# ---- mem_ctrl ----
### Pin map, mem_ctrl

(6 px per um) Pins as bars across the die edge, other pins in gray.
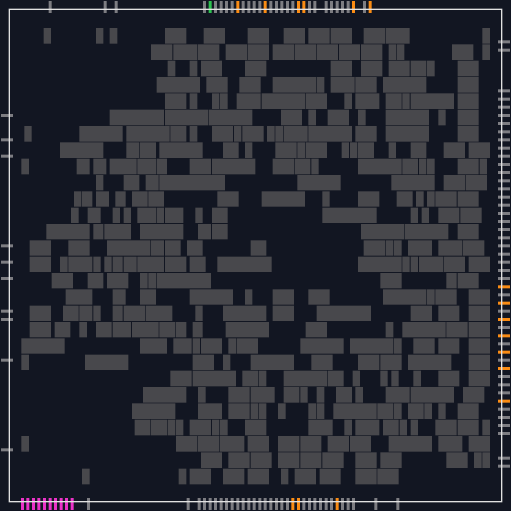

[src/rtl/mem_ctrl.sv]
// mem_ctrl: MAR/MDR memory interface controller with a fixed-latency SRAM
// handshake and an optional memory-mapped I/O location.
//
// Optional feature: define MEM_IO_EN to decode address 16'hFFFF as I/O
// (reads return the switches, writes update hex_out). Without it, 16'hFFFF
// is ordinary SRAM and hex_out stays 0.
//
// Ports:
//   clk         system clock, rising edge
//   reset       synchronous reset, active low
//   bus         datapath value loaded into MAR/MDR
//   load_mar    load MAR from bus (IDLE only)
//   load_mdr    load MDR from bus (IDLE only)
//   mem_req     start a transfer at MAR (IDLE only)
//   mem_we      transfer direction with mem_req: 1 write, 0 read
//   sram_rdata  SRAM read data
//   sw          switch inputs (I/O reads)
//   mar, mdr    address / data registers
//   sram_addr   SRAM address (= mar)
//   sram_wdata  SRAM write data (= mdr)
//   sram_oe     SRAM read strobe
//   sram_we     SRAM write strobe
//   busy        high while not IDLE
//   mem_ready   one-cycle transfer-complete pulse
//   hex_out     memory-mapped display register
module mem_ctrl #(
  parameter int unsigned WAIT_CYCLES = 2
) (
  input  logic        clk,
  input  logic        reset,
  input  logic [15:0] bus,
  input  logic        load_mar,
  input  logic        load_mdr,
  input  logic        mem_req,
  input  logic        mem_we,
  input  logic [15:0] sram_rdata,
  input  logic [9:0]  sw,
  output logic [15:0] mar,
  output logic [15:0] mdr,
  output logic [15:0] sram_addr,
  output logic [15:0] sram_wdata,
  output logic        sram_oe,
  output logic        sram_we,
  output logic        busy,
  output logic        mem_ready,
  output logic [15:0] hex_out
);

  localparam int unsigned DW  = 16;
  localparam int unsigned CW  = 4;
  localparam int unsigned SWW = 10;
  localparam logic [CW-1:0] LAST_CNT = CW'(WAIT_CYCLES - 1);
  localparam logic [DW-1:0] IO_ADDR  = 16'hFFFF;

  typedef enum logic [1:0] {IDLE, RD_WAIT, WR_WAIT, DONE} state_t;

  state_t        r_state;
  logic [CW-1:0] r_cnt;
  logic [DW-1:0] r_mar;
  logic [DW-1:0] r_mdr;
  logic [DW-1:0] r_hex;
  logic          r_oe;
  logic          r_we;
  logic          r_busy;
  logic          r_ready;
  logic          r_io;

  // Address the transfer will use: a same-cycle MAR load wins.
  logic [DW-1:0] w_addr_next;
  logic          w_io_sel;
  logic [DW-1:0] w_io_rdata;

  assign w_addr_next = load_mar ? bus : r_mar;

`ifdef MEM_IO_EN
  assign w_io_sel   = (w_addr_next == IO_ADDR);
  assign w_io_rdata = {(DW-SWW)'(0), sw};
`else
  logic w_unused_sw;
  logic [DW-1:0] w_unused_addr;
  assign w_io_sel      = 1'b0;
  assign w_io_rdata    = '0;
  assign w_unused_sw   = ^sw;
  assign w_unused_addr = IO_ADDR;
`endif

  // Controller FSM; strobes, busy and mem_ready update with the state.
  always_ff @(posedge clk) begin
    if (!reset) begin
      r_state <= IDLE;
      r_cnt   <= '0;
      r_mar   <= '0;
      r_mdr   <= '0;
      r_hex   <= '0;
      r_oe    <= 1'b0;
      r_we    <= 1'b0;
      r_busy  <= 1'b0;
      r_ready <= 1'b0;
      r_io    <= 1'b0;
    end else begin
      r_ready <= 1'b0;
      case (r_state)
        IDLE: begin
          if (load_mar) r_mar <= bus;
          if (load_mdr) r_mdr <= bus;
          if (mem_req) begin
            r_cnt  <= '0;
            r_io   <= w_io_sel;
            r_busy <= 1'b1;
            if (mem_we) begin
              r_state <= WR_WAIT;
              r_we    <= !w_io_sel;
            end else begin
              r_state <= RD_WAIT;
              r_oe    <= !w_io_sel;
            end
          end
        end
        RD_WAIT: begin
          if (r_cnt == LAST_CNT) begin
            r_state <= DONE;
            r_oe    <= 1'b0;
            r_ready <= 1'b1;
            r_mdr   <= r_io ? w_io_rdata : sram_rdata;
          end else begin
            r_cnt <= r_cnt + CW'(1);
          end
        end
        WR_WAIT: begin
          if (r_cnt == LAST_CNT) begin
            r_state <= DONE;
            r_we    <= 1'b0;
            r_ready <= 1'b1;
            // r_io is only ever set when MEM_IO_EN decodes the I/O address.
            if (r_io) r_hex <= r_mdr;
          end else begin
            r_cnt <= r_cnt + CW'(1);
          end
        end
        DONE: begin
          r_state <= IDLE;
          r_busy  <= 1'b0;
        end
        default: begin
          r_state <= IDLE;
          r_oe    <= 1'b0;
          r_we    <= 1'b0;
          r_busy  <= 1'b0;
        end
      endcase
    end
  end

  assign mar        = r_mar;
  assign mdr        = r_mdr;
  assign sram_addr  = r_mar;
  assign sram_wdata = r_mdr;
  assign sram_oe    = r_oe;
  assign sram_we    = r_we;
  assign busy       = r_busy;
  assign mem_ready  = r_ready;
  assign hex_out    = r_hex;

endmodule

[config.mk]
export PLATFORM = sky130hd
export DESIGN_NAME = mem_ctrl
export DESIGN_NICKNAME = d
export VERILOG_FILES = /design/src/rtl/mem_ctrl.sv
export SDC_FILE = /design/constraint.sdc
export NUM_CORES = 1
export LEC_CHECK = 0
export CAP_MARGIN = 20
export CORE_MARGIN = 1.5
export CORE_UTILIZATION = 39
export CTS_BUF_LIST = sky130_fd_sc_hd__clkbuf_16
export DETAILED_ROUTE_END_ITERATION = 6
export PLACE_DENSITY = 0.85
export SLEW_MARGIN = 15
export SYNTH_ARGS = -nofsm -noshare
export SYNTH_HDL_FRONTEND = slang
export SYNTH_SLANG_ARGS = --single-unit
[constraint.sdc]
create_clock -name clk -period 2.4 [get_ports clk]
set_clock_uncertainty 0.2 [all_clocks]
set_input_delay 0.72 -clock clk [delete_from_list [all_inputs] [get_ports clk]]
set_output_delay 0.72 -clock clk [all_outputs]
set_load 0.01 [all_outputs]
# ---- cacheline_adaptor ----
--- config.mk ---
export PLATFORM = sky130hd
export DESIGN_NAME = cacheline_adaptor
export DESIGN_NICKNAME = d
export VERILOG_FILES = /design/src/rtl/cacheline_adaptor.sv
export SDC_FILE = /design/constraint.sdc
export NUM_CORES = 1
export LEC_CHECK = 0
export CORE_AREA = 2 2 276 278
export DETAILED_ROUTE_END_ITERATION = 10
export DIE_AREA = 0 0 278 280
export GPL_TIMING_DRIVEN = 0
export PLACE_DENSITY = 0.72
export SLEW_MARGIN = 20
export SYNTH_ARGS = -nofsm -noshare
export SYNTH_HDL_FRONTEND = slang
export SYNTH_SLANG_ARGS = --single-unit
--- constraint.sdc ---
create_clock -name clk -period 10.6 [get_ports clk]
set_input_delay 2.12 -clock clk [delete_from_list [all_inputs] [get_ports clk]]
set_output_delay 2.12 -clock clk [all_outputs]
set_load 0.05 [all_outputs]
--- src/rtl/cacheline_adaptor.sv ---
// Cache-line to memory-burst adaptor: one LINE_W transfer becomes LINE_W/BURST_W beats.
// Define ADAPTOR_TIMEOUT_EN to add an 8-bit stall watchdog that aborts with pmem_error.
module cacheline_adaptor #(
  parameter int LINE_W  = 256,
  parameter int BURST_W = 64
) (
  input  logic               clk,
  input  logic               rst_n,
  input  logic               pmem_read,
  input  logic               pmem_write,
  input  logic [31:0]        pmem_address,
  input  logic [LINE_W-1:0]  pmem_wdata,
  output logic [LINE_W-1:0]  pmem_rdata,
  output logic               pmem_resp,
  output logic               pmem_error,
  output logic               burst_read,
  output logic               burst_write,
  output logic [31:0]        burst_address,
  output logic [BURST_W-1:0] burst_wdata,
  input  logic [BURST_W-1:0] burst_rdata,
  input  logic               burst_resp
);

  localparam int BEATS = LINE_W / BURST_W;
  localparam int CNT_W = (BEATS > 1) ? $clog2(BEATS) : 1;
  localparam int OFF_W = $clog2(LINE_W / 8);
  localparam logic [CNT_W-1:0] LAST_BEAT = CNT_W'(BEATS - 1);

  typedef enum logic [1:0] {
    IDLE,
    RD,
    WR,
    DONE
  } state_t;

  state_t               state, state_nxt;
  logic [CNT_W-1:0]     cnt, cnt_nxt;
  logic [31-OFF_W:0]    addr_q;
  logic [LINE_W-1:0]    wline_q;
  logic [LINE_W-1:0]    rbuf_q;
  logic [LINE_W-1:0]    rdata_q;
  logic [LINE_W-1:0]    rline_full;
  logic                 in_burst;
  logic                 accept;
  logic                 last_beat;
  logic                 timeout;
  logic                 unused_addr_bits;

  assign in_burst  = (state == RD) || (state == WR);
  assign accept    = (state == IDLE) && (pmem_read || pmem_write);
  assign last_beat = in_burst && burst_resp && (cnt == LAST_BEAT);

  // The line offset is implied by the burst; the low address bits carry no information.
  assign unused_addr_bits = ^pmem_address[OFF_W-1:0];

`ifdef ADAPTOR_TIMEOUT_EN
  logic [7:0] wd_q;
  logic       err_q;

  always_ff @(posedge clk or negedge rst_n) begin
    if (!rst_n) begin
      wd_q  <= '0;
      err_q <= 1'b0;
    end else begin
      if (!in_burst || burst_resp) begin
        wd_q <= '0;
      end else begin
        wd_q <= wd_q + 8'd1;
      end
      if (timeout) begin
        err_q <= 1'b1;
      end else if (state == DONE) begin
        err_q <= 1'b0;
      end
    end
  end

  // Abort on the stall cycle that would take the watchdog to 255.
  assign timeout    = in_burst && !burst_resp && (wd_q == 8'd254);
  assign pmem_error = err_q;
`else
  assign timeout    = 1'b0;
  assign pmem_error = 1'b0;
`endif

  always_comb begin
    // NOTE: every combinational output gets a default first so no path leaves it unassigned (no latch).
    state_nxt = state;
    cnt_nxt   = cnt;
    unique case (state)
      IDLE: begin
        cnt_nxt = '0;
        if (pmem_write) begin
          state_nxt = WR;
        end else if (pmem_read) begin
          state_nxt = RD;
        end
      end
      RD, WR: begin
        if (burst_resp) begin
          cnt_nxt = cnt + 1'b1;
          if (cnt == LAST_BEAT) begin
            state_nxt = DONE;
            cnt_nxt   = '0;
          end
        end else if (timeout) begin
          state_nxt = DONE;
          cnt_nxt   = '0;
        end
      end
      DONE: begin
        state_nxt = IDLE;
      end
      default: begin
        state_nxt = IDLE;
        cnt_nxt   = '0;
      end
    endcase
  end

  // Current read beat merged into the partially assembled line.
  always_comb begin
    rline_full = rbuf_q;
    rline_full[cnt*BURST_W +: BURST_W] = burst_rdata;
  end

  always_ff @(posedge clk or negedge rst_n) begin
    // NOTE: sequential state uses non-blocking assignments so every register samples pre-edge values.
    if (!rst_n) begin
      state   <= IDLE;
      cnt     <= '0;
      addr_q  <= '0;
      rdata_q <= '0;
    end else begin
      state <= state_nxt;
      cnt   <= cnt_nxt;
      if (accept) begin
        addr_q <= pmem_address[31:OFF_W];
      end
      if ((state == RD) && last_beat) begin
        rdata_q <= rline_full;
      end
    end
  end

  // NOTE: wide staging registers carry no reset; they are always written before they are read.
  always_ff @(posedge clk) begin
    if ((state == IDLE) && pmem_write) begin
      wline_q <= pmem_wdata;
    end
    if ((state == RD) && burst_resp) begin
      rbuf_q <= rline_full;
    end
  end

  assign pmem_rdata    = rdata_q;
  assign pmem_resp     = (state == DONE);
  assign burst_read    = (state == RD);
  assign burst_write   = (state == WR);
  assign burst_address = in_burst ? {addr_q, {OFF_W{1'b0}}} : 32'd0;
  assign burst_wdata   = (state == WR) ? wline_q[cnt*BURST_W +: BURST_W] : '0;

endmodule


==> notes/layouts.md <==
Pictures saved along the way, in no particular order.

Layout detail.
image #1
Window x 119 to 159, y 120 to 160 um. Cells in gray, sequential cells in the stronger gray; small squares are vias.
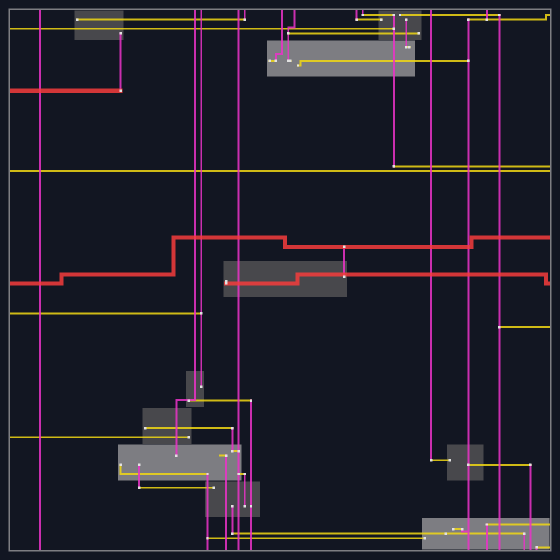
image #2
Window x 21 to 61, y 21 to 61 um. Cells in gray, sequential cells in the stronger gray; small squares are vias.
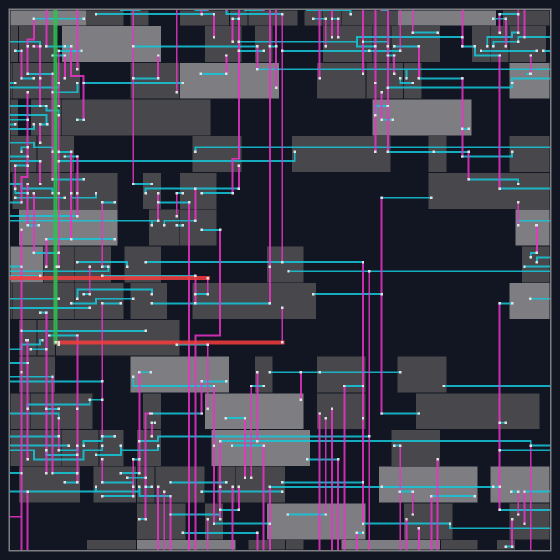
mem_ctrl -> image #2
cacheline_adaptor -> image #1

Key to image #1:
legend:
  magenta:
    layer: met2
  red:
    layer: met3
  yellow:
    layer: met1
cells with their middle in the window: 10
sequential cells in the window: 3
netlist names of flops here include: rbuf_q (2), pmem_rdata (1)
most frequent: clkdlybuf4s50_1 (2), edfxtp_1 (2)

### The metal 2 layer, mem_ctrl

(4 px per um) Cells faint in the background.
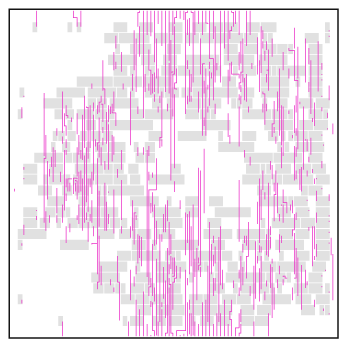
nets with wire on the layer: 347
wire length on this layer: 2720 um
share of all routed wire: 51%
main direction: vertical
longest straight run: 35.0 um

Notes on 'Pin map' of mem_ctrl above:
legend:
  magenta:
    port: sw
    pins: 10
    direction: input
    edge: bottom
  orange:
    port: sram_wdata
    pins: 16
    direction: output
    edge: 7 right, 6 top, 3 bottom
  green:
    port: mem_ready
    pins: 1
    direction: output
    edge: top
all pins by edge: 47 right, 43 bottom, 32 top, 10 left

==> impl_metrics.tcl, mem_ctrl <==
# place-and-route summary
set metrics [dict create \
    crit_path_end "mar[10]" \
    synth.avg_cell_area_sq_um 8.59 \
    grt_util_met2_pct 28.8 \
    fp_util_pct 40.7 \
    antenna_found_initial 0 \
    holdPathStages 2 \
    synth-edff-count 0 \
    regToRegSetupSlack_ns 0.43 \
    htree_levels 2 \
    p_seq_share_pct 29.3 \
    outcome "finished clean" \
    final-hold-violation-count 0 \
    pg_comb_mw 1.72 \
    power.switching_mw 1.18 \
    yosys.area_share.xor_xnor_pct 0 \
    yosysTopAreaCell "dfxtp_1" \
    yosysWarnings 0 \
]
## mem_ctrl: per-stage QoR
| stage | hold slack (ns) | worst slack, ns |
|---|---|---|
| 6_report | 0.276 | 0.261 |
| 4_1_cts | 0.278 | 0.260 |
| 3_3_place_gp | 0.254 | 0.242 |
| 2_1_floorplan | 0.265 | 0.544 |
| 5_1_grt | 0.293 | 0.227 |
| 3_5_place_dp | 0.270 | 0.177 |
## mem_ctrl: final cells by class
cell class	instances	area share (%)
timing repair buffer	113	32.8
multi-input combinational	186	34.4
tap	75	2.75
inverter	4	0.441
clock inverter	3	1.21
clock buffer	5	3.67
sequential	42	24.7
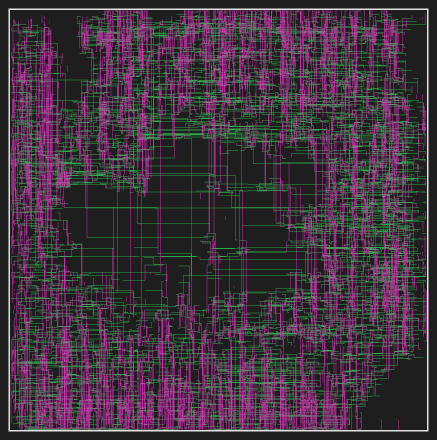
*Wiring by layer, cacheline_adaptor*
(1.5 px per um) Two of the layers only.
legend:
  magenta:
    layer: met2
    wire_length: 48.3 mm
  green:
    layer: met1
    wire_length: 36.8 mm

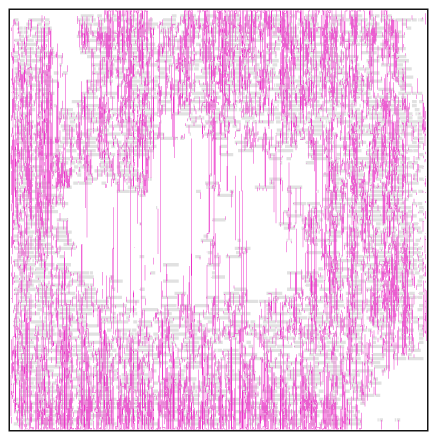
*The metal 2 layer, cacheline_adaptor*
(1.5 px per um) Cells faint in the background.
nets with wire on the layer: 2774
longest straight run: 147 um
wire length on this layer: 48.3 mm

==> impl_metrics.tcl, cacheline_adaptor <==
# place-and-route summary
set metrics [dict create \
    aoi_share_pct 7.34 \
    num_rows 101 \
    logic_area_sq_um 7780 \
    hold_ws_ns 0.500 \
    vias 19700 \
    hold_buffers 0 \
    yosys_cells 1787 \
    crit_path_cell_trace "inv_1, ha_1, buf_1, clkbuf_1, and2_1, clkdlybuf4s50_1" \
    nFillCells 5721 \
    yosys-top-cells-count "512 x edfxtp_1, 287 x dfrtp_1, 283 x mux2_2" \
    worstHoldEndpoint "addr_q[3]" \
    holdPathStages 1 \
    io_buffers 701 \
    outcome "finished clean" \
    r2r_end "pmem_rdata[201]" \
]
[cacheline_adaptor: flip-flops by register name (all words and copies together), names as in the netlist]
name / count
addr_q: 27
wline_q: 256
rbuf_q: 256
cnt: 2
pmem_rdata: 256
state: 2
[cacheline_adaptor: layer usage]
layer,share of wire (%),GRT usage [%],vias to the layer above
met5,0.076,0,-
met4,4.3,11.0,12
met3,8.0,6.88,202
met2,50,41.8,853
met1,38,29.5,10200
li1,-,-,8489


==> layout pictures side by side <==
Placement view.
picture 1
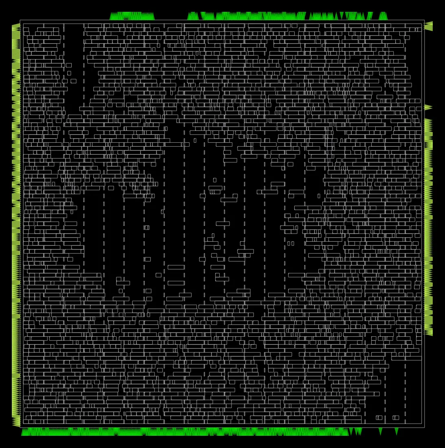
picture 2
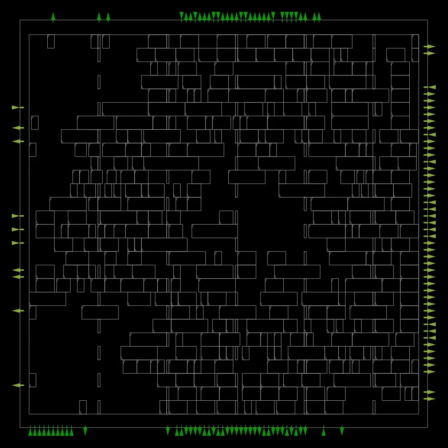
- mem_ctrl = picture 2
- cacheline_adaptor = picture 1

